# ---- block 1 ----
### src/rtl/vga_capture.sv
// Purpose : VGA receive end; locks to hsync/vsync timing and turns the RGB stream into a pixel write stream.
// Latency : fixed 3 clocks from pins to pix_* (two input register stages, one output register stage).
// Backpressure: none; the stream runs at pixel-clock rate and the sink must accept every pix_valid.
//
// Ports:
//   clk, clr                 pixel clock, synchronous active-high reset
//   hsync, vsync             active-low syncs from the link
//   red, green, blue         3-bit colour samples
//   pix_valid/x/y/data       pixel write stream for the WIDTH x DEPTH active region
//   frame_start, frame_done  one-cycle pulses with pixel (0,0) and (WIDTH-1,DEPTH-1)
//   sync_err                 one-cycle pulse per timing violation
//   locked                   high whenever the capture FSM is out of SEEK
module vga_capture #(
    parameter int WIDTH = 640,
    parameter int DEPTH = 480,
    parameter int H_BP  = 48,
    parameter int V_BP  = 33,
    localparam int XW   = $clog2(WIDTH),
    localparam int YW   = $clog2(DEPTH)
) (
    input  logic          clk,
    input  logic          clr,
    input  logic          hsync,
    input  logic          vsync,
    input  logic [2:0]    red,
    input  logic [2:0]    green,
    input  logic [2:0]    blue,
    output logic          pix_valid,
    output logic [XW-1:0] pix_x,
    output logic [YW-1:0] pix_y,
    output logic [8:0]    pix_data,
    output logic          frame_start,
    output logic          frame_done,
    output logic          sync_err,
    output logic          locked
);

    typedef enum logic [1:0] {SEEK, VBP, ACTIVE, TAIL} state_t;

    localparam logic [11:0] CNT_MAX = 12'hFFF;
    localparam logic [11:0] H_LO    = 12'(H_BP);
    localparam logic [11:0] H_HI    = 12'(H_BP + WIDTH);
    localparam logic [11:0] H_LAST  = 12'(H_BP + WIDTH - 1);
    localparam logic [11:0] V_LO    = 12'(V_BP);
    localparam logic [11:0] V_HI    = 12'(V_BP + DEPTH);

    state_t        state, state_nx;
    logic          s_hs, s_vs, s_hs_d, s_vs_d;
    logic [8:0]    s_rgb, s_rgb_d;
    logic [11:0]   hcnt, hcnt_nx;
    logic [11:0]   vline, vline_nx;
    logic          hs_end, vs_end;
    logic          in_win, line_act, last_px;
    logic          emit, done, err;
    logic [XW-1:0] x_nx;
    logic [YW-1:0] y_nx;

    always_comb begin
        hs_end   = s_hs & ~s_hs_d;
        vs_end   = s_vs & ~s_vs_d;

        // hcnt_nx/vline_nx describe the cycle whose pixel sits in s_rgb_d;
        // a sync edge restarts the count in the very cycle it is seen.
        hcnt_nx  = (hcnt == CNT_MAX) ? hcnt : hcnt + 12'd1;
        if (hs_end)
            hcnt_nx = '0;
        vline_nx = vline;
        if (vs_end)
            vline_nx = '0;
        else if (hs_end && vline != CNT_MAX)
            vline_nx = vline + 12'd1;

        in_win   = (hcnt_nx >= H_LO) && (hcnt_nx < H_HI) &&
                   (vline_nx >= V_LO) && (vline_nx < V_HI);
        x_nx     = XW'(hcnt_nx - H_LO);
        y_nx     = YW'(vline_nx - V_LO);
        last_px  = (x_nx == XW'(WIDTH - 1)) && (y_nx == YW'(DEPTH - 1));
        // line_act refers to the line that an hs_end is closing
        line_act = (vline >= V_LO) && (vline < V_HI);

        state_nx = state;
        emit     = 1'b0;
        done     = 1'b0;
        err      = 1'b0;
        unique case (state)
            SEEK: begin
                if (vs_end)
                    state_nx = VBP;
            end
            VBP: begin
                if (!vs_end && hs_end && vline_nx == V_LO)
                    state_nx = ACTIVE;
            end
            ACTIVE: begin
                if (vs_end) begin
                    // frame cut short: restart timing without frame_done
                    err      = 1'b1;
                    state_nx = VBP;
                end else begin
                    emit = in_win;
                    if (hs_end && line_act && hcnt < H_LAST)
                        err = 1'b1;
                    if (in_win && last_px) begin
                        done     = 1'b1;
                        state_nx = TAIL;
                    end
                end
            end
            TAIL: begin
                if (vs_end)
                    state_nx = VBP;
            end
            default: state_nx = SEEK;
        endcase
    end

    always_ff @(posedge clk) begin
        if (clr)
            state <= SEEK;
        else
            state <= state_nx;
    end

    always_ff @(posedge clk) begin
        if (clr) begin
            // syncs reset to their idle level so release cannot fake an edge
            s_hs        <= 1'b1;
            s_vs        <= 1'b1;
            s_hs_d      <= 1'b1;
            s_vs_d      <= 1'b1;
            s_rgb       <= '0;
            s_rgb_d     <= '0;
            hcnt        <= '0;
            vline       <= '0;
            pix_valid   <= 1'b0;
            pix_x       <= '0;
            pix_y       <= '0;
            pix_data    <= '0;
            frame_start <= 1'b0;
            frame_done  <= 1'b0;
            sync_err    <= 1'b0;
            locked      <= 1'b0;
        end else begin
            s_hs        <= hsync;
            s_vs        <= vsync;
            s_rgb       <= {red, green, blue};
            s_hs_d      <= s_hs;
            s_vs_d      <= s_vs;
            s_rgb_d     <= s_rgb;
            hcnt        <= hcnt_nx;
            vline       <= vline_nx;
            pix_valid   <= emit;
            if (emit) begin
                pix_x    <= x_nx;
                pix_y    <= y_nx;
                pix_data <= s_rgb_d;
            end
            frame_start <= emit && (x_nx == '0) && (y_nx == '0);
            frame_done  <= done;
            sync_err    <= err;
            locked      <= (state_nx != SEEK);
        end
    end

endmodule

### config.mk
export PLATFORM = sky130hd
export DESIGN_NAME = vga_capture
export DESIGN_NICKNAME = d
export VERILOG_FILES = /design/src/rtl/vga_capture.sv
export SDC_FILE = /design/constraint.sdc
export NUM_CORES = 1
export LEC_CHECK = 0
export CAP_MARGIN = 20
export CORE_ASPECT_RATIO = 0.8
export CORE_UTILIZATION = 51
export DETAILED_ROUTE_END_ITERATION = 16
export PLACE_DENSITY = 0.85
export SLEW_MARGIN = 25
export SYNTH_ARGS = -nofsm -noshare
export SYNTH_HDL_FRONTEND = slang
export SYNTH_SLANG_ARGS = --single-unit
### constraint.sdc
create_clock -name clk -period 4.15 [get_ports clk]
set_input_delay 0.6225 -clock clk [delete_from_list [all_inputs] [get_ports clk]]
set_output_delay 0.6225 -clock clk [all_outputs]
set_load 0.03 [all_outputs]
# ---- block 2 ----
### src/rtl/swd_pkg.sv
// Shared definitions for the SWD transfer controller.
// Holds the controller state encoding, the ACK response codes and the bit
// positions of the fields in the 8-bit request header. It also provides a
// helper that assembles the header with its parity bit.
package swd_pkg;

  typedef enum logic [3:0] {
    ST_IDLE,
    ST_LRST,
    ST_HDR,
    ST_TRN1,
    ST_ACK,
    ST_TRN2,
    ST_RDATA,
    ST_RPAR,
    ST_WDATA,
    ST_WPAR,
    ST_TAIL,
    ST_RESP
  } swd_state_e;

  localparam logic [2:0] ACK_OK    = 3'b001;
  localparam logic [2:0] ACK_WAIT  = 3'b010;
  localparam logic [2:0] ACK_FAULT = 3'b100;

  // Header bit positions, bit 0 goes out first on the wire.
  localparam int HDR_START = 0;
  localparam int HDR_APNDP = 1;
  localparam int HDR_RNW   = 2;
  localparam int HDR_A2    = 3;
  localparam int HDR_A3    = 4;
  localparam int HDR_PAR   = 5;
  localparam int HDR_STOP  = 6;
  localparam int HDR_PARK  = 7;

  function automatic logic [7:0] swd_header(input logic apndp, input logic rnw,
                                            input logic [1:0] a);
    logic [7:0] h;
    h            = '0;
    h[HDR_START] = 1'b1;
    h[HDR_APNDP] = apndp;
    h[HDR_RNW]   = rnw;
    h[HDR_A2]    = a[0];
    h[HDR_A3]    = a[1];
    h[HDR_PAR]   = apndp ^ rnw ^ a[0] ^ a[1];
    h[HDR_STOP]  = 1'b0;
    h[HDR_PARK]  = 1'b1;
    return h;
  endfunction

endpackage

### src/rtl/swd_xfer_ctrl_if.sv
// Command/response handshake bundle of the SWD transfer controller.
//   cmd_*  : command offer (valid/ready) with operation, AP/DP, direction,
//            address A[3:2] and write data
//   rsp_*  : response hold (valid/ready) with ACK, read data, parity error
// master : the agent issuing commands; slave : the controller.
interface swd_xfer_ctrl_if;
  logic        cmd_valid;
  logic        cmd_ready;
  logic        cmd_op;
  logic        cmd_apndp;
  logic        cmd_rnw;
  logic [1:0]  cmd_a;
  logic [31:0] cmd_wdata;
  logic        rsp_valid;
  logic        rsp_ready;
  logic [2:0]  rsp_ack;
  logic [31:0] rsp_rdata;
  logic        rsp_perr;

  modport master (
    output cmd_valid, cmd_op, cmd_apndp, cmd_rnw, cmd_a, cmd_wdata, rsp_ready,
    input  cmd_ready, rsp_valid, rsp_ack, rsp_rdata, rsp_perr
  );

  modport slave (
    input  cmd_valid, cmd_op, cmd_apndp, cmd_rnw, cmd_a, cmd_wdata, rsp_ready,
    output cmd_ready, rsp_valid, rsp_ack, rsp_rdata, rsp_perr
  );
endinterface

### src/rtl/swd_sck_gen.sv
// SWD serial clock generator.
//   clk, rst_n : system clock, synchronous active-low reset
//   en         : run the clock; when low sck parks low and the divider clears
//   sck        : serial clock, half-period CLK_DIV+1 clk cycles
//   rise, fall : one-cycle strobes, high in the clk cycle whose edge moves sck
module swd_sck_gen #(
  parameter int CLK_DIV = 1
) (
  input  logic clk,
  input  logic rst_n,
  input  logic en,
  output logic sck,
  output logic rise,
  output logic fall
);

  localparam int CW = (CLK_DIV < 1) ? 1 : $clog2(CLK_DIV + 1);

  logic [CW-1:0] div_cnt;
  logic          tick;

  assign tick = en && (div_cnt == CW'(CLK_DIV));
  assign rise = tick && !sck;
  assign fall = tick && sck;

  always_ff @(posedge clk) begin
    if (!rst_n || !en) begin
      div_cnt <= '0;
      sck     <= 1'b0;
    end else if (tick) begin
      div_cnt <= '0;
      sck     <= !sck;
    end else begin
      div_cnt <= div_cnt + CW'(1);
    end
  end

endmodule

### src/rtl/swd_xfer_ctrl.sv
// SWD transfer controller: runs one SWD read/write transfer or line reset
// per accepted command and holds the result until it is consumed.
//   clk, rst_n      : system clock, synchronous active-low reset
//   bus (slave)     : cmd_* command handshake, rsp_* response handshake
//   sck, mosi, miso : serial frontend clock and data
//   fe_rst_n        : frontend framing enable (low = raw drive)
//   fe_rnw          : frontend direction hint
//   busy            : controller not idle
//
// state    | meaning
// IDLE     | waiting for a command
// LRST     | line reset: LRST_ONES ones then two zeros
// HDR      | 8-bit request header
// TRN1     | turnaround before ACK
// ACK      | 3 ACK bits sampled from miso
// TRN2     | turnaround after ACK (write/fault) or after read parity
// RDATA    | 32 read data bits sampled
// RPAR     | read parity sampled and checked
// WDATA    | 32 write data bits driven
// WPAR     | write parity driven
// TAIL     | IDLE_CYCLES zero bits after the transfer
// RESP     | response held until consumed
module swd_xfer_ctrl #(
  parameter int CLK_DIV     = 1,
  parameter int IDLE_CYCLES = 8,
  parameter int LRST_ONES   = 56
) (
  input  logic            clk,
  input  logic            rst_n,
  swd_xfer_ctrl_if.slave  bus,
  output logic            sck,
  output logic            mosi,
  input  logic            miso,
  output logic            fe_rst_n,
  output logic            fe_rnw,
  output logic            busy
);
  import swd_pkg::*;

  localparam logic [5:0] TAIL_LAST = 6'(IDLE_CYCLES - 1);
  localparam logic [5:0] LRST_N    = 6'(LRST_ONES);
  localparam logic [5:0] LRST_LAST = 6'(LRST_ONES + 1);

  swd_state_e  state, state_nxt;
  logic [5:0]  bit_cnt, last_idx;
  logic [31:0] shreg;
  logic        apndp_q, rnw_q;
  logic [1:0]  a_q;
  logic [2:0]  ack_q;
  logic [31:0] rdata_q;
  logic        perr_q;
  logic [7:0]  hdr;
  logic        rise, fall, sck_en, last_bit, accept;

  assign hdr    = swd_header(apndp_q, rnw_q, a_q);
  assign sck_en = (state != ST_IDLE) && (state != ST_RESP);
  assign accept = bus.cmd_valid && bus.cmd_ready;

  swd_sck_gen #(.CLK_DIV(CLK_DIV)) u_sck_gen (
    .clk  (clk),
    .rst_n(rst_n),
    .en   (sck_en),
    .sck  (sck),
    .rise (rise),
    .fall (fall)
  );

  always_comb begin
    last_idx = 6'd0;
    case (state)
      ST_LRST:            last_idx = LRST_LAST;
      ST_HDR:             last_idx = 6'd7;
      ST_ACK:             last_idx = 6'd2;
      ST_RDATA, ST_WDATA: last_idx = 6'd31;
      ST_TAIL:            last_idx = TAIL_LAST;
      default:            last_idx = 6'd0;
    endcase
  end

  // A bit period ends on the sck falling edge, which is also where mosi moves.
  assign last_bit = fall && (bit_cnt == last_idx);

  always_comb begin
    state_nxt = state;
    mosi      = 1'b0;
    case (state)
      ST_IDLE:  if (accept) state_nxt = bus.cmd_op ? ST_LRST : ST_HDR;
      ST_LRST: begin
        mosi = (bit_cnt < LRST_N);
        if (last_bit) state_nxt = ST_RESP;
      end
      ST_HDR: begin
        mosi = hdr[bit_cnt[2:0]];
        if (last_bit) state_nxt = ST_TRN1;
      end
      ST_TRN1:  if (last_bit) state_nxt = ST_ACK;
      // The third ACK bit was captured on the preceding rise, so ack_q is complete here.
      ST_ACK:   if (last_bit) state_nxt = (ack_q == ACK_OK && rnw_q) ? ST_RDATA : ST_TRN2;
      ST_TRN2: begin
        if (last_bit) begin
          if (ack_q != ACK_OK) state_nxt = ST_RESP;
          else if (rnw_q)      state_nxt = ST_TAIL;
          else                 state_nxt = ST_WDATA;
        end
      end
      ST_RDATA: if (last_bit) state_nxt = ST_RPAR;
      ST_RPAR:  if (last_bit) state_nxt = ST_TRN2;
      ST_WDATA: begin
        mosi = shreg[0];
        if (last_bit) state_nxt = ST_WPAR;
      end
      // shreg has rotated a full turn during WDATA, so it holds the word again.
      ST_WPAR: begin
        mosi = ^shreg;
        if (last_bit) state_nxt = ST_TAIL;
      end
      ST_TAIL:  if (last_bit) state_nxt = ST_RESP;
      ST_RESP:  if (bus.rsp_ready) state_nxt = ST_IDLE;
      default:  state_nxt = ST_IDLE;
    endcase
  end

  always_ff @(posedge clk) begin
    if (!rst_n) begin
      state   <= ST_IDLE;
      bit_cnt <= '0;
      shreg   <= '0;
      apndp_q <= 1'b0;
      rnw_q   <= 1'b0;
      a_q     <= '0;
      ack_q   <= '0;
      rdata_q <= '0;
      perr_q  <= 1'b0;
    end else begin
      state <= state_nxt;
      if (state_nxt != state) bit_cnt <= '0;
      else if (fall)          bit_cnt <= bit_cnt + 6'd1;

      if (accept) begin
        apndp_q <= bus.cmd_apndp;
        rnw_q   <= bus.cmd_rnw;
        a_q     <= bus.cmd_a;
        shreg   <= bus.cmd_wdata;
        ack_q   <= '0;
        rdata_q <= '0;
        perr_q  <= 1'b0;
      end

      if (rise) begin
        case (state)
          ST_ACK:   ack_q[bit_cnt[1:0]] <= miso;
          ST_RDATA: shreg <= {miso, shreg[31:1]};
          ST_RPAR: begin
            rdata_q <= shreg;
            perr_q  <= miso ^ (^shreg);
          end
          default: ;
        endcase
      end

      if (fall && state == ST_WDATA) shreg <= {shreg[0], shreg[31:1]};
    end
  end

  assign busy          = (state != ST_IDLE);
  assign fe_rst_n      = sck_en && (state != ST_LRST);
  assign fe_rnw        = fe_rst_n ? rnw_q : 1'b1;
  assign bus.rsp_valid = (state == ST_RESP);
  assign bus.cmd_ready = (state == ST_IDLE) && !bus.rsp_valid;
  assign bus.rsp_ack   = ack_q;
  assign bus.rsp_rdata = rdata_q;
  assign bus.rsp_perr  = perr_q;

endmodule

### src/flat_wrapper.sv
// flat-port wrapper written by rule: the top's interface ports become plain ports
module swd_xfer_ctrl_flat import swd_pkg::*;
#(
  parameter int CLK_DIV     = 1,
  parameter int IDLE_CYCLES = 8,
  parameter int LRST_ONES   = 56
)
  (clk, rst_n, sck, mosi, miso, fe_rst_n, fe_rnw, busy, bus_cmd_valid, bus_cmd_op, bus_cmd_apndp, bus_cmd_rnw, bus_cmd_a, bus_cmd_wdata, bus_rsp_ready, bus_cmd_ready, bus_rsp_valid, bus_rsp_ack, bus_rsp_rdata, bus_rsp_perr);
  swd_xfer_ctrl_if bus_i ();
  input  logic clk;
  input  logic rst_n;
  output logic sck;
  output logic mosi;
  input  logic miso;
  output logic fe_rst_n;
  output logic fe_rnw;
  output logic busy;
  input wire logic [$bits(bus_i.cmd_valid)-1:0] bus_cmd_valid;
  input wire logic [$bits(bus_i.cmd_op)-1:0] bus_cmd_op;
  input wire logic [$bits(bus_i.cmd_apndp)-1:0] bus_cmd_apndp;
  input wire logic [$bits(bus_i.cmd_rnw)-1:0] bus_cmd_rnw;
  input wire logic [$bits(bus_i.cmd_a)-1:0] bus_cmd_a;
  input wire logic [$bits(bus_i.cmd_wdata)-1:0] bus_cmd_wdata;
  input wire logic [$bits(bus_i.rsp_ready)-1:0] bus_rsp_ready;
  output wire logic [$bits(bus_i.cmd_ready)-1:0] bus_cmd_ready;
  output wire logic [$bits(bus_i.rsp_valid)-1:0] bus_rsp_valid;
  output wire logic [$bits(bus_i.rsp_ack)-1:0] bus_rsp_ack;
  output wire logic [$bits(bus_i.rsp_rdata)-1:0] bus_rsp_rdata;
  output wire logic [$bits(bus_i.rsp_perr)-1:0] bus_rsp_perr;
  assign bus_i.cmd_valid = bus_cmd_valid;
  assign bus_i.cmd_op = bus_cmd_op;
  assign bus_i.cmd_apndp = bus_cmd_apndp;
  assign bus_i.cmd_rnw = bus_cmd_rnw;
  assign bus_i.cmd_a = bus_cmd_a;
  assign bus_i.cmd_wdata = bus_cmd_wdata;
  assign bus_i.rsp_ready = bus_rsp_ready;
  assign bus_cmd_ready = bus_i.cmd_ready;
  assign bus_rsp_valid = bus_i.rsp_valid;
  assign bus_rsp_ack = bus_i.rsp_ack;
  assign bus_rsp_rdata = bus_i.rsp_rdata;
  assign bus_rsp_perr = bus_i.rsp_perr;
  swd_xfer_ctrl #(.CLK_DIV(CLK_DIV), .IDLE_CYCLES(IDLE_CYCLES), .LRST_ONES(LRST_ONES)) u_core (.clk(clk), .rst_n(rst_n), .bus(bus_i), .sck(sck), .mosi(mosi), .miso(miso), .fe_rst_n(fe_rst_n), .fe_rnw(fe_rnw), .busy(busy));
endmodule
### config.mk
export PLATFORM = sky130hd
export DESIGN_NAME = swd_xfer_ctrl_flat
export DESIGN_NICKNAME = d
export VERILOG_FILES = /design/src/rtl/swd_pkg.sv /design/src/rtl/swd_xfer_ctrl_if.sv /design/src/rtl/swd_sck_gen.sv /design/src/rtl/swd_xfer_ctrl.sv /design/src/flat_wrapper.sv
export SDC_FILE = /design/constraint.sdc
export NUM_CORES = 1
export LEC_CHECK = 0
export CAP_MARGIN = 5
export CORE_UTILIZATION = 49
export CTS_BUF_LIST = sky130_fd_sc_hd__clkbuf_2
export DETAILED_ROUTE_END_ITERATION = 6
export GPL_ROUTABILITY_DRIVEN = 0
export HOLD_SLACK_MARGIN = 0.03
export PLACE_DENSITY = 0.8
export RECOVER_POWER = 50
export SYNTH_ARGS = -nofsm -noshare
export SYNTH_HDL_FRONTEND = slang
export SYNTH_SLANG_ARGS = --single-unit
### constraint.sdc
create_clock -name clk -period 5.6 [get_ports clk]
set_input_delay 1.12 -clock clk [delete_from_list [all_inputs] [get_ports clk]]
set_output_delay 1.12 -clock clk [all_outputs]
set_load 0.03 [all_outputs]
# ---- block 3 ----
### config.mk
export PLATFORM = sky130hd
export DESIGN_NAME = cla_seq_addsub_flat
export DESIGN_NICKNAME = d
export VERILOG_FILES = /design/src/rtl/cla_seq_addsub_if.sv /design/src/rtl/cla_seq_addsub.sv /design/src/flat_wrapper.sv
export SDC_FILE = /design/constraint.sdc
export NUM_CORES = 1
export LEC_CHECK = 0
export CAP_MARGIN = 20
export CELL_PAD_IN_SITES_DETAIL_PLACEMENT = 1
export CELL_PAD_IN_SITES_GLOBAL_PLACEMENT = 2
export CORE_UTILIZATION = 30
export CTS_CLUSTER_SIZE = 10
export DETAILED_ROUTE_END_ITERATION = 10
export GPL_TIMING_DRIVEN = 0
export PLACE_DENSITY_LB_ADDON = 0.3
export SLEW_MARGIN = 15
export SYNTH_ARGS = -nofsm -noshare
export SYNTH_HDL_FRONTEND = slang
export SYNTH_SLANG_ARGS = --single-unit
### constraint.sdc
create_clock -name clk -period 2.1 [get_ports clk]
set_clock_uncertainty 0.1 [all_clocks]
set_input_delay 0.42 -clock clk [delete_from_list [all_inputs] [get_ports clk]]
set_output_delay 0.42 -clock clk [all_outputs]
set_load 0.01 [all_outputs]
### src/rtl/cla_seq_addsub_if.sv
// Handshake and operand/result bundle for the sequential carry-lookahead
// adder/subtractor. The requester drives the master side, the adder is the slave.
interface cla_seq_addsub_if #(
  parameter int WIDTH = 32
);
  logic             start;
  logic             op;
  logic             ci;
  logic [WIDTH-1:0] a;
  logic [WIDTH-1:0] b;
  logic [WIDTH-1:0] s;
  logic             co;
  logic             ov;
  logic             z;
  logic             busy;
  logic             done;

  modport master (
    output start, op, ci, a, b,
    input  s, co, ov, z, busy, done
  );

  modport slave (
    input  start, op, ci, a, b,
    output s, co, ov, z, busy, done
  );
endinterface

### src/rtl/cla_seq_addsub.sv
// Multi-cycle WIDTH-bit adder/subtractor. A single 4-bit carry-lookahead group
// is reused once per clock, low nibble first. The operand registers shift right
// by 4 each cycle, and the partial sum shifts in from the top. After N = WIDTH/4
// cycles the partial register holds the full sum in bit order.
module cla_seq_addsub #(
  parameter int WIDTH = 32
) (
  input  logic            clk,
  input  logic            reset_n,
  cla_seq_addsub_if.slave bus
);

  localparam int N  = WIDTH / 4;
  localparam int GW = (N > 1) ? $clog2(N) : 1;
  localparam logic [GW-1:0] G_LAST = GW'(N - 1);
  localparam logic [GW-1:0] G_ONE  = GW'(1);

  typedef enum logic [0:0] {
    ST_IDLE = 1'b0,
    ST_RUN  = 1'b1
  } state_t;

  state_t           state_r;
  state_t           state_nx_s;
  logic             accept_s;
  logic             last_s;
  logic [GW-1:0]    g_r;
  logic [WIDTH-1:0] a_r;
  logic [WIDTH-1:0] b_r;
  logic             carry_r;
  logic [WIDTH-1:0] part_r;
  logic [WIDTH-1:0] s_r;
  logic             co_r;
  logic             ov_r;
  logic             z_r;
  logic             busy_r;
  logic             done_r;
  logic [5:0]       grp_s;
  logic             c3_s;
  logic             cout_s;
  logic [3:0]       sum4_s;
  logic [WIDTH-1:0] sum_full_s;

  // 4-bit carry-lookahead group: returns {carry into bit 3, carry out, sum}.
  function automatic logic [5:0] cla4(input logic [3:0] x, input logic [3:0] y,
                                      input logic c0);
    logic [3:0] p;
    logic [3:0] g;
    logic [4:0] c;
    p    = x ^ y;
    g    = x & y;
    c[0] = c0;
    c[1] = g[0] | (p[0] & c0);
    c[2] = g[1] | (p[1] & g[0]) | (p[1] & p[0] & c0);
    c[3] = g[2] | (p[2] & g[1]) | (p[2] & p[1] & g[0]) | (p[2] & p[1] & p[0] & c0);
    c[4] = g[3] | (p[3] & g[2]) | (p[3] & p[2] & g[1]) | (p[3] & p[2] & p[1] & g[0])
         | (p[3] & p[2] & p[1] & p[0] & c0);
    return {c[3], c[4], p ^ c[3:0]};
  endfunction

  // Next-state logic: accept a request in IDLE, leave RUN after the last group.
  always_comb begin
    state_nx_s = state_r;
    accept_s   = 1'b0;
    last_s     = 1'b0;
    case (state_r)
      ST_IDLE: begin
        if (bus.start) begin
          state_nx_s = ST_RUN;
          accept_s   = 1'b1;
        end else begin
          state_nx_s = ST_IDLE;
        end
      end
      ST_RUN: begin
        if (g_r == G_LAST) begin
          state_nx_s = ST_IDLE;
          last_s     = 1'b1;
        end else begin
          state_nx_s = ST_RUN;
        end
      end
      default: begin
        state_nx_s = ST_IDLE;
      end
    endcase
  end

  // Current group: low nibble of the shifting operands with the running carry.
  always_comb begin
    grp_s                  = cla4(a_r[3:0], b_r[3:0], carry_r);
    {c3_s, cout_s, sum4_s} = grp_s;
    sum_full_s             = {sum4_s, part_r[WIDTH-1:4]};
  end

  // State register and registered busy flag.
  always_ff @(posedge clk or negedge reset_n) begin
    if (!reset_n) begin
      state_r <= ST_IDLE;
      busy_r  <= 1'b0;
    end else begin
      state_r <= state_nx_s;
      busy_r  <= (state_nx_s == ST_RUN);
    end
  end

  // Datapath: latch effective operands on accept, step one group per RUN cycle,
  // and update the result registers only on the completion edge. In the last
  // group, c3 is the carry into the MSB, so overflow uses it directly.
  always_ff @(posedge clk or negedge reset_n) begin
    if (!reset_n) begin
      g_r     <= {GW{1'b0}};
      a_r     <= {WIDTH{1'b0}};
      b_r     <= {WIDTH{1'b0}};
      carry_r <= 1'b0;
      part_r  <= {WIDTH{1'b0}};
      s_r     <= {WIDTH{1'b0}};
      co_r    <= 1'b0;
      ov_r    <= 1'b0;
      z_r     <= 1'b0;
      done_r  <= 1'b0;
    end else begin
      done_r <= last_s;
      if (accept_s) begin
        a_r     <= bus.a;
        b_r     <= bus.op ? ~bus.b : bus.b;
        carry_r <= bus.op | bus.ci;
        g_r     <= {GW{1'b0}};
        part_r  <= {WIDTH{1'b0}};
      end else if (state_r == ST_RUN) begin
        a_r     <= a_r >> 4;
        b_r     <= b_r >> 4;
        carry_r <= cout_s;
        part_r  <= sum_full_s;
        g_r     <= last_s ? {GW{1'b0}} : (g_r + G_ONE);
        if (last_s) begin
          s_r  <= sum_full_s;
          co_r <= cout_s;
          ov_r <= c3_s ^ cout_s;
          z_r  <= (sum_full_s == {WIDTH{1'b0}});
        end
      end
    end
  end

  assign bus.s    = s_r;
  assign bus.co   = co_r;
  assign bus.ov   = ov_r;
  assign bus.z    = z_r;
  assign bus.busy = busy_r;
  assign bus.done = done_r;

endmodule

### src/flat_wrapper.sv
// flat-port wrapper written by rule: the top's interface ports become plain ports
module cla_seq_addsub_flat 
#(
  parameter int WIDTH = 32
)
  (clk, reset_n, bus_start, bus_op, bus_ci, bus_a, bus_b, bus_s, bus_co, bus_ov, bus_z, bus_busy, bus_done);
  cla_seq_addsub_if #(.WIDTH(WIDTH)) bus_i ();
  input  logic clk;
  input  logic reset_n;
  input wire logic [$bits(bus_i.start)-1:0] bus_start;
  input wire logic [$bits(bus_i.op)-1:0] bus_op;
  input wire logic [$bits(bus_i.ci)-1:0] bus_ci;
  input wire logic [$bits(bus_i.a)-1:0] bus_a;
  input wire logic [$bits(bus_i.b)-1:0] bus_b;
  output wire logic [$bits(bus_i.s)-1:0] bus_s;
  output wire logic [$bits(bus_i.co)-1:0] bus_co;
  output wire logic [$bits(bus_i.ov)-1:0] bus_ov;
  output wire logic [$bits(bus_i.z)-1:0] bus_z;
  output wire logic [$bits(bus_i.busy)-1:0] bus_busy;
  output wire logic [$bits(bus_i.done)-1:0] bus_done;
  assign bus_i.start = bus_start;
  assign bus_i.op = bus_op;
  assign bus_i.ci = bus_ci;
  assign bus_i.a = bus_a;
  assign bus_i.b = bus_b;
  assign bus_s = bus_i.s;
  assign bus_co = bus_i.co;
  assign bus_ov = bus_i.ov;
  assign bus_z = bus_i.z;
  assign bus_busy = bus_i.busy;
  assign bus_done = bus_i.done;
  cla_seq_addsub #(.WIDTH(WIDTH)) u_core (.clk(clk), .reset_n(reset_n), .bus(bus_i));
endmodule
# ---- block 4 ----
==> config.mk <==
export PLATFORM = sky130hd
export DESIGN_NAME = div_radix2
export DESIGN_NICKNAME = d
export VERILOG_FILES = /design/src/rtl/cpu_defs.sv /design/src/rtl/div_sign_adj.sv /design/src/rtl/div_radix2.sv
export SDC_FILE = /design/constraint.sdc
export NUM_CORES = 1
export LEC_CHECK = 0
export CORE_UTILIZATION = 52
export CTS_BUF_LIST = sky130_fd_sc_hd__clkbuf_8 sky130_fd_sc_hd__clkbuf_16
export DETAILED_ROUTE_END_ITERATION = 8
export HOLD_SLACK_MARGIN = 0.12
export PLACE_DENSITY = 0.78
export SYNTH_ARGS = -nofsm -noshare
export SYNTH_HDL_FRONTEND = slang
export SYNTH_SLANG_ARGS = --single-unit
export TNS_END_PERCENT = 20
==> constraint.sdc <==
create_clock -name clk -period 6.45 [get_ports clk]
set_input_delay 1.6125 -clock clk [delete_from_list [all_inputs] [get_ports clk]]
set_output_delay 1.6125 -clock clk [all_outputs]
set_load 0.02 [all_outputs]
==> src/rtl/cpu_defs.sv <==
// Shared CPU definitions: divider FSM states and default iteration count.
package cpu_defs;

  localparam int unsigned DivIterDefault = 32;

  typedef enum logic [1:0] {
    StIdle,
    StBusy,
    StDone
  } div_state_e;

endpackage

==> src/rtl/div_sign_adj.sv <==
// Conditional two's-complement negate; serves as abs() on operands and sign fix on results.
module div_sign_adj (
  input  logic        neg,
  input  logic [31:0] val,
  output logic [31:0] res
);

  always_comb begin
    res = neg ? (~val + 32'd1) : val;
  end

endmodule

==> src/rtl/div_radix2.sv <==
// Iterative restoring divider, one quotient bit per cycle, with signed/unsigned modes.
module div_radix2
  import cpu_defs::*;
#(
  parameter int unsigned DIV_ITER = DivIterDefault
) (
  input  logic        clk,
  input  logic        rst,
  input  logic        in_valid,
  input  logic        sign,
  input  logic [31:0] srca,
  input  logic [31:0] srcb,
  output logic        out_valid,
  output logic [31:0] hi,
  output logic [31:0] lo,
  output logic        busy
);

  localparam int unsigned CntW = (DIV_ITER > 1) ? $clog2(DIV_ITER) : 1;
  localparam logic [CntW-1:0] CntLast = CntW'(DIV_ITER - 1);

  div_state_e      state_q, state_d;
  logic [CntW-1:0] cnt_q, cnt_d;
  logic [31:0]     rem_q, rem_d;
  logic [31:0]     dq_q, dq_d;
  logic [31:0]     div_q, div_d;
  logic            qneg_q, qneg_d;
  logic            rneg_q, rneg_d;
  logic [31:0]     hi_q, hi_d;
  logic [31:0]     lo_q, lo_d;

  logic [31:0] a_mag, b_mag, q_fix, r_fix;
  logic [32:0] shifted, diff;
  logic        step_ok;
  logic [31:0] step_rem, step_dq;

  div_sign_adj u_abs_a (.neg(sign & srca[31]), .val(srca),     .res(a_mag));
  div_sign_adj u_abs_b (.neg(sign & srcb[31]), .val(srcb),     .res(b_mag));
  div_sign_adj u_fix_q (.neg(qneg_q),          .val(step_dq),  .res(q_fix));
  div_sign_adj u_fix_r (.neg(rneg_q),          .val(step_rem), .res(r_fix));

  // dq_q holds the dividend shifting out at the top and the quotient shifting in at the bottom.
  // A set bit 32 in the shifted remainder already guarantees it exceeds the divisor.
  always_comb begin
    shifted  = {rem_q, dq_q[31]};
    diff     = shifted - {1'b0, div_q};
    step_ok  = shifted[32] | ~diff[32];
    step_rem = step_ok ? diff[31:0] : shifted[31:0];
    step_dq  = {dq_q[30:0], step_ok};
  end

  always_comb begin
    state_d   = state_q;
    cnt_d     = cnt_q;
    rem_d     = rem_q;
    dq_d      = dq_q;
    div_d     = div_q;
    qneg_d    = qneg_q;
    rneg_d    = rneg_q;
    hi_d      = hi_q;
    lo_d      = lo_q;
    out_valid = 1'b0;
    busy      = 1'b0;
    unique case (state_q)
      StIdle: begin
        if (in_valid) begin
          dq_d    = a_mag;
          div_d   = b_mag;
          rem_d   = 32'd0;
          cnt_d   = '0;
          // Divide-by-zero keeps the all-ones quotient unnegated.
          qneg_d  = sign & (srca[31] ^ srcb[31]) & (|srcb);
          rneg_d  = sign & srca[31];
          state_d = StBusy;
        end
      end
      StBusy: begin
        busy = 1'b1;
        if (!in_valid) begin
          state_d = StIdle;
        end else begin
          rem_d = step_rem;
          dq_d  = step_dq;
          if (cnt_q == CntLast) begin
            hi_d    = r_fix;
            lo_d    = q_fix;
            state_d = StDone;
          end else begin
            cnt_d = cnt_q + CntW'(1);
          end
        end
      end
      StDone: begin
        busy      = 1'b1;
        out_valid = 1'b1;
        state_d   = StIdle;
      end
      default: state_d = StIdle;
    endcase
  end

  always_ff @(posedge clk or posedge rst) begin
    if (rst) begin
      state_q <= StIdle;
      cnt_q   <= '0;
      rem_q   <= 32'd0;
      dq_q    <= 32'd0;
      div_q   <= 32'd0;
      qneg_q  <= 1'b0;
      rneg_q  <= 1'b0;
      hi_q    <= 32'd0;
      lo_q    <= 32'd0;
    end else begin
      state_q <= state_d;
      cnt_q   <= cnt_d;
      rem_q   <= rem_d;
      dq_q    <= dq_d;
      div_q   <= div_d;
      qneg_q  <= qneg_d;
      rneg_q  <= rneg_d;
      hi_q    <= hi_d;
      lo_q    <= lo_d;
    end
  end

  assign hi = hi_q;
  assign lo = lo_q;

endmodule

==> block_2/wires.png <==
Only two layers are drawn.
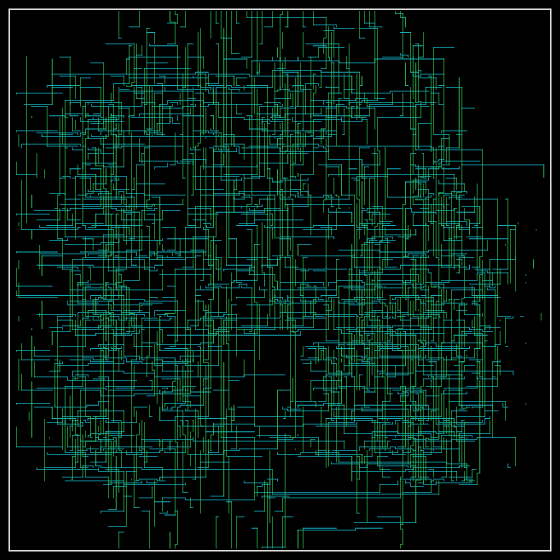
- cyan: metal 1 (wire length 4940 µm)
- green: metal 2 (wire length 5550 µm)
via count: 4233
Total Routed Length: 11270 µm
post-detailed-route wirelength per cell: 15.72 µm

==> results.py, block 2 <==
# Metrics from the implementation run
metrics = {
    "synth": {
        "yosys.area.top_type": "dfxtp_1",
        "synthCells": 544,
        "synth_area_um2": 4425,
    },
    "grt": {
        "grt_pass1_wl_um": 18920,
        "grt_pass1_vias": 3976,
        "grt_max_degree": 63,
        "track_usage": 0.2456,
        "met2_usage": 0.4122,
    },
    "cells_and_area": {
        "buffers": 93,
        "n_clock_buffer": 10,
        "seqAreaFraction": 0.3127,
        "seq_cell_count": 84,
        "largest_cell_class": "combinational gates",
    },
    "detailed_routing": {
        "top_layer": "met4",
        "drc": 0,
        "met3WireLength_um": 644,
        "antenna_left": 0,
    },
    "critical_path": {
        "start_kind": "flop",
        "cp_cell_sequence": "nor2_1 -> nand2_1 -> inv_1 -> and2_1 -> clkbuf_1 -> nor2_1 -> buf_4 -> a22oi_1 -> nor2b_1",
        "rr_worst_depth": 9,
    },
    "status": {
        "status": "finished, violations left",
        "violations": "max-capacitance violations, max-slew violations",
    },
    "sta": {
        "fmax_ghz": 0.2451,
        "report.final.slew_viol_count": 87,
        "setup-violations-final": 0,
        "min_period_ns": 4.080,
    },
    "run": {
        "max_cap_viol_count": 3,
    },
    "worst_hold_path": {
        "worstHoldEndpoint": "u_core.a_q[1]",
    },
    "clocking": {
        "clockBufferDepth": 2,
    },
}
-- block 2: sequential cells by signal (all words and copies together) (netlist names) --
signal and flops:
u_core.a_q 2, u_core.shreg 32, u_core.bus.rsp_rdata 32, u_core.u_sck_gen.div_cnt 1
u_core.bit_cnt 6, u_core.apndp_q 1, u_core.u_sck_gen.sck 1, u_core.bus.rsp_perr 1
u_core.state 4, u_core.bus.rsp_ack 3, u_core.rnw_q 1
-- block 2: cell families (layout without fill, tap and decap cells) --
group                      Yosys count  in the layout
xor gates and xnor gates            41             41
AOI/OAI and AO/OA                  120            120
and+or+nand+nor                    239            239
adders and majority gates            4              4
muxes                                4              4
buffers and inverters               52            117
DFF                                 84             84
-- block 2: per-stage QoR --
stage | setup WS [ns] | util | total power, µW | instances
2_1_floorplan | 2.897 | - | 834.9 | 544
3_3_place_gp | 2.251 | 0.6073 | 910.6 | 701
3_5_place_dp | 2.171 | 0.6073 | 918.2 | 701
4_1_cts | 1.547 | 0.6212 | 1246 | 717
5_1_grt | 1.094 | 0.6166 | 1296 | 717
6_report | 1.520 | 0.6166 | 1236 | 717
-- block 2: power breakdown --
group          internal, µW  total (µW)  switching [µW]
clock network           111         334             223
logic                   120         257             137
registers               620         645            25.9
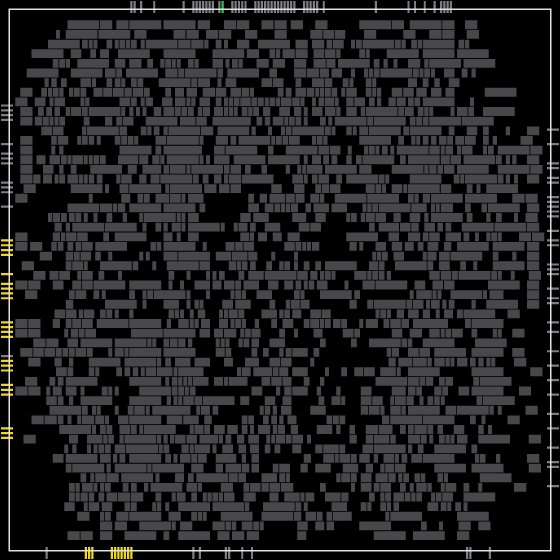
(block_4/io_placement.png)
Pins as bars across the die edge, other pins in gray.
- yellow: srcb (pins 32; direction input; edge 22 left, 10 bottom)
- green: busy (pins 1; direction output; edge top)
- all pins by edge: 47 top, 35 left, 32 right, 20 bottom

==> results.py, block 4 <==
# Metrics from the implementation run
metrics = {
    "power_and_ir_drop": {
        "p_sw_frac": 0.5128,
    },
    "grt": {
        "track_usage": 0.2776,
    },
    "status": {
        "status": "finished, violations left",
        "violations": "design-rule violations",
    },
    "cells_and_area": {
        "instances_no_fill": 1837,
        "bufAreaShareNonClock": 0.1021,
        "design_area_um2": 13850,
        "final_util": 0.6286,
        "lay_top_cells": "nand2_1, o21ai_0, dfrtp_1",
    },
    "synth": {
        "syn_area_per_cell_um2": 8.042,
        "postSynthSeqShare": 0.3595,
        "synth_flop_count": 169,
        "synthCells": 1463,
        "flop_cell": "dfrtp_1",
        "area_leaders": "dfrtp_1, o21ai_0, nand2_1",
        "synth_area_um2": 11770,
        "synth.distinct_cells": 81,
    },
    "place": {
        "hpwl_um": 23160,
        "placed_cells": 1806,
    },
    "clocking": {
        "ctsRootBufferMaster": "clkbuf_16",
        "cts-hold-fix-buffers": 0,
        "post_cts_buffers": 0,
        "clkLatencyLatePin_ns": 0.44,
        "ctsResizeCount": 0,
    },
    "detailed_routing": {
        "drc": 1,
        "antenna_left": 0,
        "drtIter0Drc": 906,
        "wl_met1_um": 15230,
        "wirelength_um": 31560,
    },
    "die": {
        "num_rows": 54,
        "die-area_um2": 23230,
    },
    "critical_path": {
        "cpLargestDelayFamily": "simple AND/OR/NAND/NOR gates",
        "critPathSlowestCell": "nor4_1",
        "slowest_delay_ns": 0.69,
        "crit_required_ns": 6.80,
        "cp-startpoint": "dq_q[31]",
        "reg2reg_to": "hi[28]",
    },
    "worst_hold_path": {
        "min_path_type": "reg -> reg",
        "holdPathStages": 2,
        "hp-start": "lo[31]",
    },
    "sta": {
        "fmax_ghz": 0.1857,
        "fin_setup_tns_ns": 0,
    },
    "run": {
        "max_cap_viol_count": 0,
    },
}
-- block 4: power groups by stage --
stage / Sequential [µW] / Combinational (µW) / Clock [µW]
2_1_floorplan: 1590 / 3770 / 0
3_3_place_gp: 1690 / 4790 / 0
3_5_place_dp: 1710 / 4840 / 0
4_1_cts: 1690 / 4880 / 1100
5_1_grt: 1750 / 5480 / 1140
6_report: 1710 / 4980 / 1090
-- block 4: logic make-up after synthesis --
| logic type | count (synthesis) | share of synthesized area |
|---|---|---|
| buf+inv | 137 | 0.04530 |
| simple gates | 494 | 0.1896 |
| mux | 18 | 0.01563 |
| flops | 169 | 0.3595 |
| fa+ha+maj | 42 | 0.04530 |
| compound gates | 464 | 0.2412 |
| xor+xnor | 139 | 0.1035 |
-- block 4: sequential cells by signal, summed over array words and instances, names as in the netlist --
| signal | flops |
|---|---|
| cnt_q | 5 |
| div_q | 32 |
| dq_q | 32 |
| hi | 32 |
| lo | 32 |
| qneg_q | 1 |
| rem_q | 32 |
| rneg_q | 1 |
| state_q | 2 |
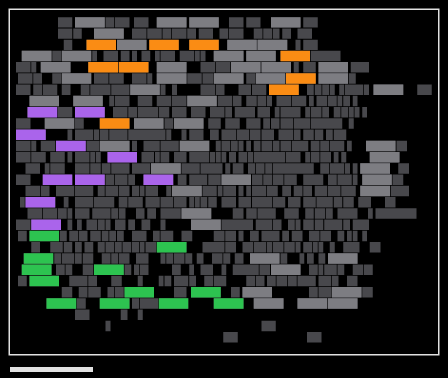
(block_1/flops_by_reg.png)
The bar under the picture is 20 µm long. Other sequential cells in the stronger gray, the rest of the logic in the fainter gray.
- green: hcnt (placed flops 12)
- purple: pix_x (placed flops 10; where middle left)
- orange: pix_data (placed flops 9)
- not colored: 50
sequential power: 796 µW
Seq/total area: 0.3161
Reg area: 1622 µm²

==> results.py, block 1 <==
# Metrics from the implementation run
metrics = {
    "status": {
        "status": "completed",
    },
    "synth": {
        "fp_nets": 487,
        "ys_chip_area_um2": 4207,
        "synthCells": 462,
        "syn_area_per_cell_um2": 9.105,
        "xor_share": 0.02290,
    },
    "detailed_routing": {
        "met3WireLength_um": 842,
        "drc": 0,
    },
    "sta": {
        "report.final.slew_viol_count": 0,
        "worstMarginPinSlew_ns": 0.9854,
        "min_period_ns": 4.010,
    },
    "clocking": {
        "ctsRootBufferMaster": "clkbuf_8",
        "post_cts_buffers": 0,
    },
    "die": {
        "die_width_um": 103.5,
    },
    "place": {
        "dpl_cell_area_um2": 4833,
    },
    "power_and_ir_drop": {
        "leakagePower_uw": 0.001804,
        "p_comb_frac": 0.063,
    },
    "critical_path": {
        "start_kind": "flop",
        "critPathSlowestCell": "or4_4",
    },
    "grt": {
        "grt_busiest_layer": "met2",
    },
}
[block 1: per-stage QoR]
| stage | worst slack [ns] | hold slack [ns] | total power, µW |
|---|---|---|---|
| after floorplan | 0.008790 | 0.4138 | 866.6 |
| after global placement | 0.1843 | 0.4169 | 893.3 |
| after detailed placement | -0.04961 | 0.4255 | 896.8 |
| after CTS | 0.03167 | 0.4466 | 1417 |
| after global routing | -0.09237 | 0.4571 | 1471 |
| final | 0.1400 | 0.4435 | 1412 |
[block 1: registers in the layout, summed over array words and instances (netlist names), 2 cells and up]
name      count
vline        12
state         2
s_rgb         9
s_rgb_d       9
pix_y         9
pix_x        10
hcnt         12
pix_data      9
[block 1: cells in the mapped netlist (all sizes together) (4+ instances only)]
cell     n  area, µm²
dfxtp   81       1622
nor2    67      269.0
mux2i   27      274.0
nor2b   24      150.1
a21oi   18      90.09
clkbuf  16      60.06
nor3    16      85.08
o21ai   16      80.08
a211oi  15      147.6
nand2   15      56.30
ha      12      150.1
inv     11      41.29
nand3   11      67.57
nor4    11      81.32
a31oi    9      56.30
and3     9      57.56
nand4    9      62.56
buf      8      106.4
xnor2    8      70.07
and4     6      55.05
or2      6      37.54
and2     5      31.28
or3      5      31.28
nand2b   4      25.02
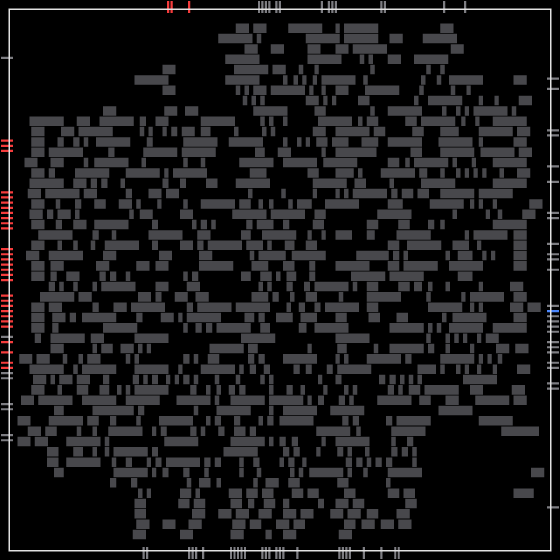
(block_3/io_placement.png)
Pins as bars across the die edge, other pins in gray.
- blue: bus_ov (pins 1; direction output; edge right)
- red: bus_a (pins 32; direction input; edge 29 left, 3 top)
- all pins by edge: 37 left, 26 bottom, 26 right, 17 top
Die X: 142.2 µm
die height: 142.2 µm
port buffer count: 103

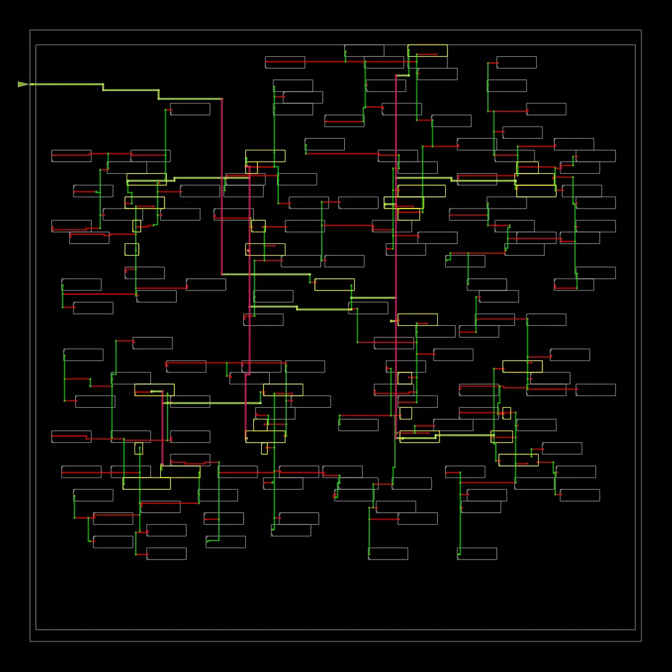
(block_3/clocks.png)
clock latency (worst-skew pair): 0.42 ns
Seq cells: 133
Clk power: 2980 µW
CTS Buf Count: 17

==> results.py, block 3 <==
# Metrics from the implementation run
metrics = {
    "status": {
        "status": "completed",
    },
    "power_and_ir_drop": {
        "p_int_uw": 7123,
        "p_clk_frac": 0.274,
        "p_per_area_nw_per_um2": 1374,
    },
    "critical_path": {
        "start_kind": "flop",
        "rr_startpoint": "u_core.carry_r",
        "critPathKind": "reg -> reg",
        "critPathCapture": "u_core.bus.z",
    },
    "detailed_routing": {
        "drc": 0,
        "first_pass_iters": 4,
        "wirelength_um": 15970,
        "vias_per_cell": 4.687,
        "route.met2.wl_um": 7687,
    },
    "cells_and_area": {
        "layout_top_cell": "nand2_1",
        "largest_cell_class": "registers",
        "bufAreaShareNonClock": 0.1606,
    },
    "synth": {
        "async_flop_share": 1.000,
        "edf_count": 0,
        "netlist.area_leader.share": 0.5646,
    },
    "run": {
        "warning_count": 27,
    },
    "die": {
        "die-area_um2": 20210,
    },
    "grt": {
        "grtUsageMet3": 0.04812,
    },
    "place": {
        "globalplace.congestion": 0.7981,
    },
}
## block 3: per-stage QoR
step / setup TNS, ns / utilization
2_1_floorplan: 0 / -
6_report: 0 / 0.4187
3_3_place_gp: -638.53 / 0.3825
5_1_grt: -0.09807 / 0.4187
3_5_place_dp: -0.1960 / 0.3842
4_1_cts: 0 / 0.4178
## block 3: repair_timing
action	CTS	global route
resized	2	5
setup buffers	3	1
hold buffers	1	0
endpoints found under the setup margin	1	2
cloned	0	0
endpoints found under the hold margin	54	0
pin swaps	3	0
## block 3: critical path: cells and delay by family, from the launching register on
kind	cells	cell delay [ns]
simple gates	3	0.75
fa+ha+maj	1	0.53
flops	1	0.38
compound gates	1	0.18
buf+inv	1	0.07
## block 3: worst min-delay path by stage
stage | start | depth (start not counted) | endpoint
after global placement | u_core.bus.s[13] | 2 | u_core.bus.s[13]
final | u_core.bus.s[19] | 2 | u_core.bus.s[19]
after global routing | u_core.bus.s[2] | 2 | u_core.bus.s[2]
after floorplan | reset_n | 0 | u_core.a_r[0]
after CTS | u_core.bus.s[3] | 2 | u_core.bus.s[3]
after detailed placement | reset_n | 1 | u_core.bus.s[7]

==> notes/layouts.md <==
Pictures saved along the way, in no particular order.

Gate families picked out.
image #1
The bar under the picture is 50 µm long.
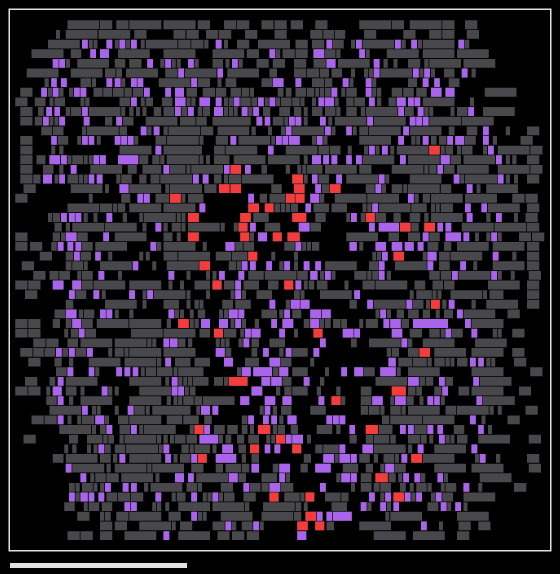
image #2
The bar under the picture is 20 µm long.
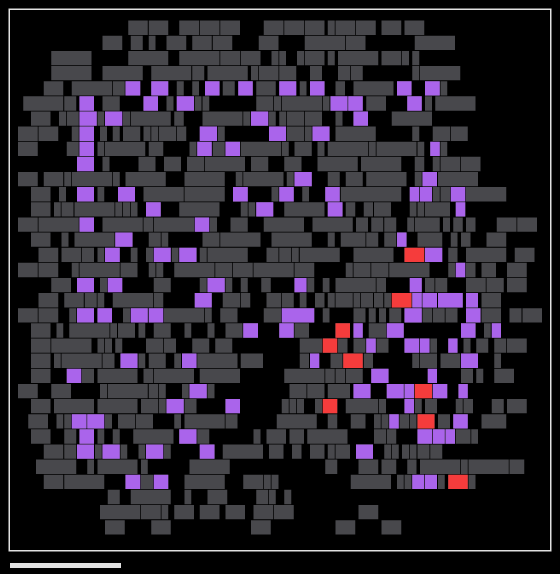
image #3
The bar under the picture is 50 µm long.
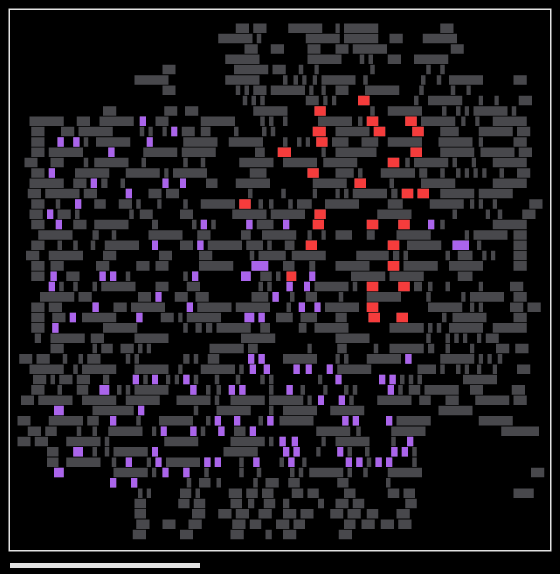
image #4
The bar under the picture is 20 µm long.
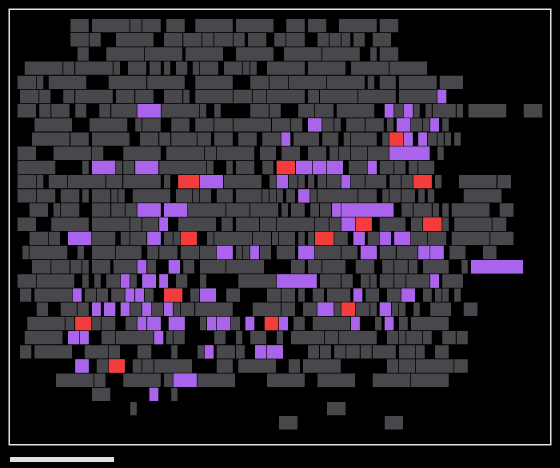
image #1 -> block 4
image #4 -> block 1
image #3 -> block 3
image #2 -> block 2

Key to image #2:
- red: non-inverting ao/oa cells (cells 9; most used a21o_1)
- purple: aoi and oai cells (cells 111; most used a22oi_1; where spread over the die)



## Gallery

Signal wires by layer.
Only two layers are drawn.
Plate I
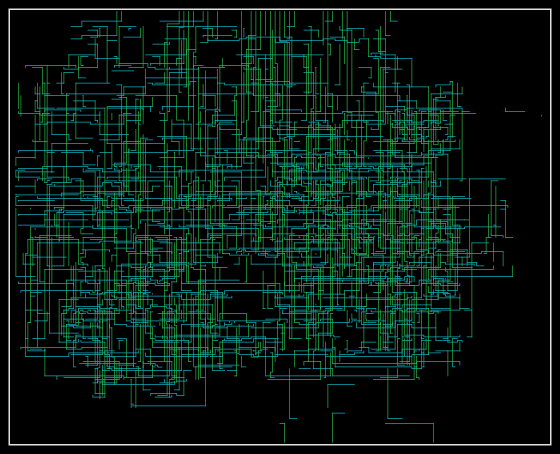
Plate II
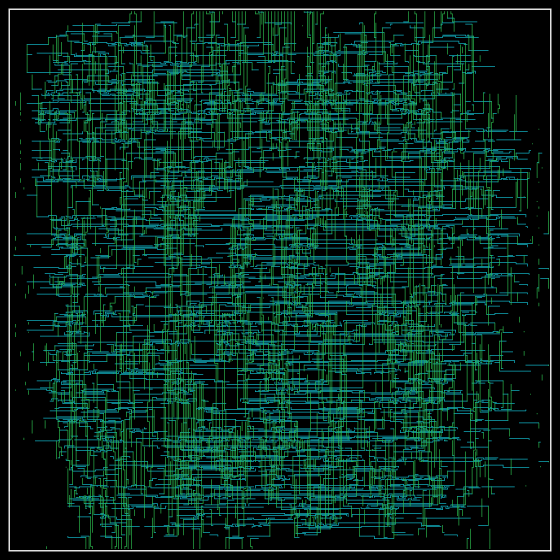
Plate III
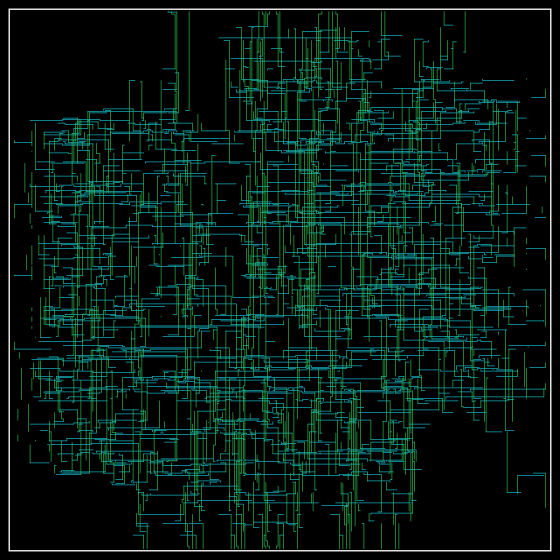
block 1 -> Plate I
block 3 -> Plate III
block 4 -> Plate II

Key to Plate II:
- cyan: metal 1 (wire length 15200 µm)
- green: metal 2 (wire length 13800 µm)

Power and IR drop assume default switching activity.
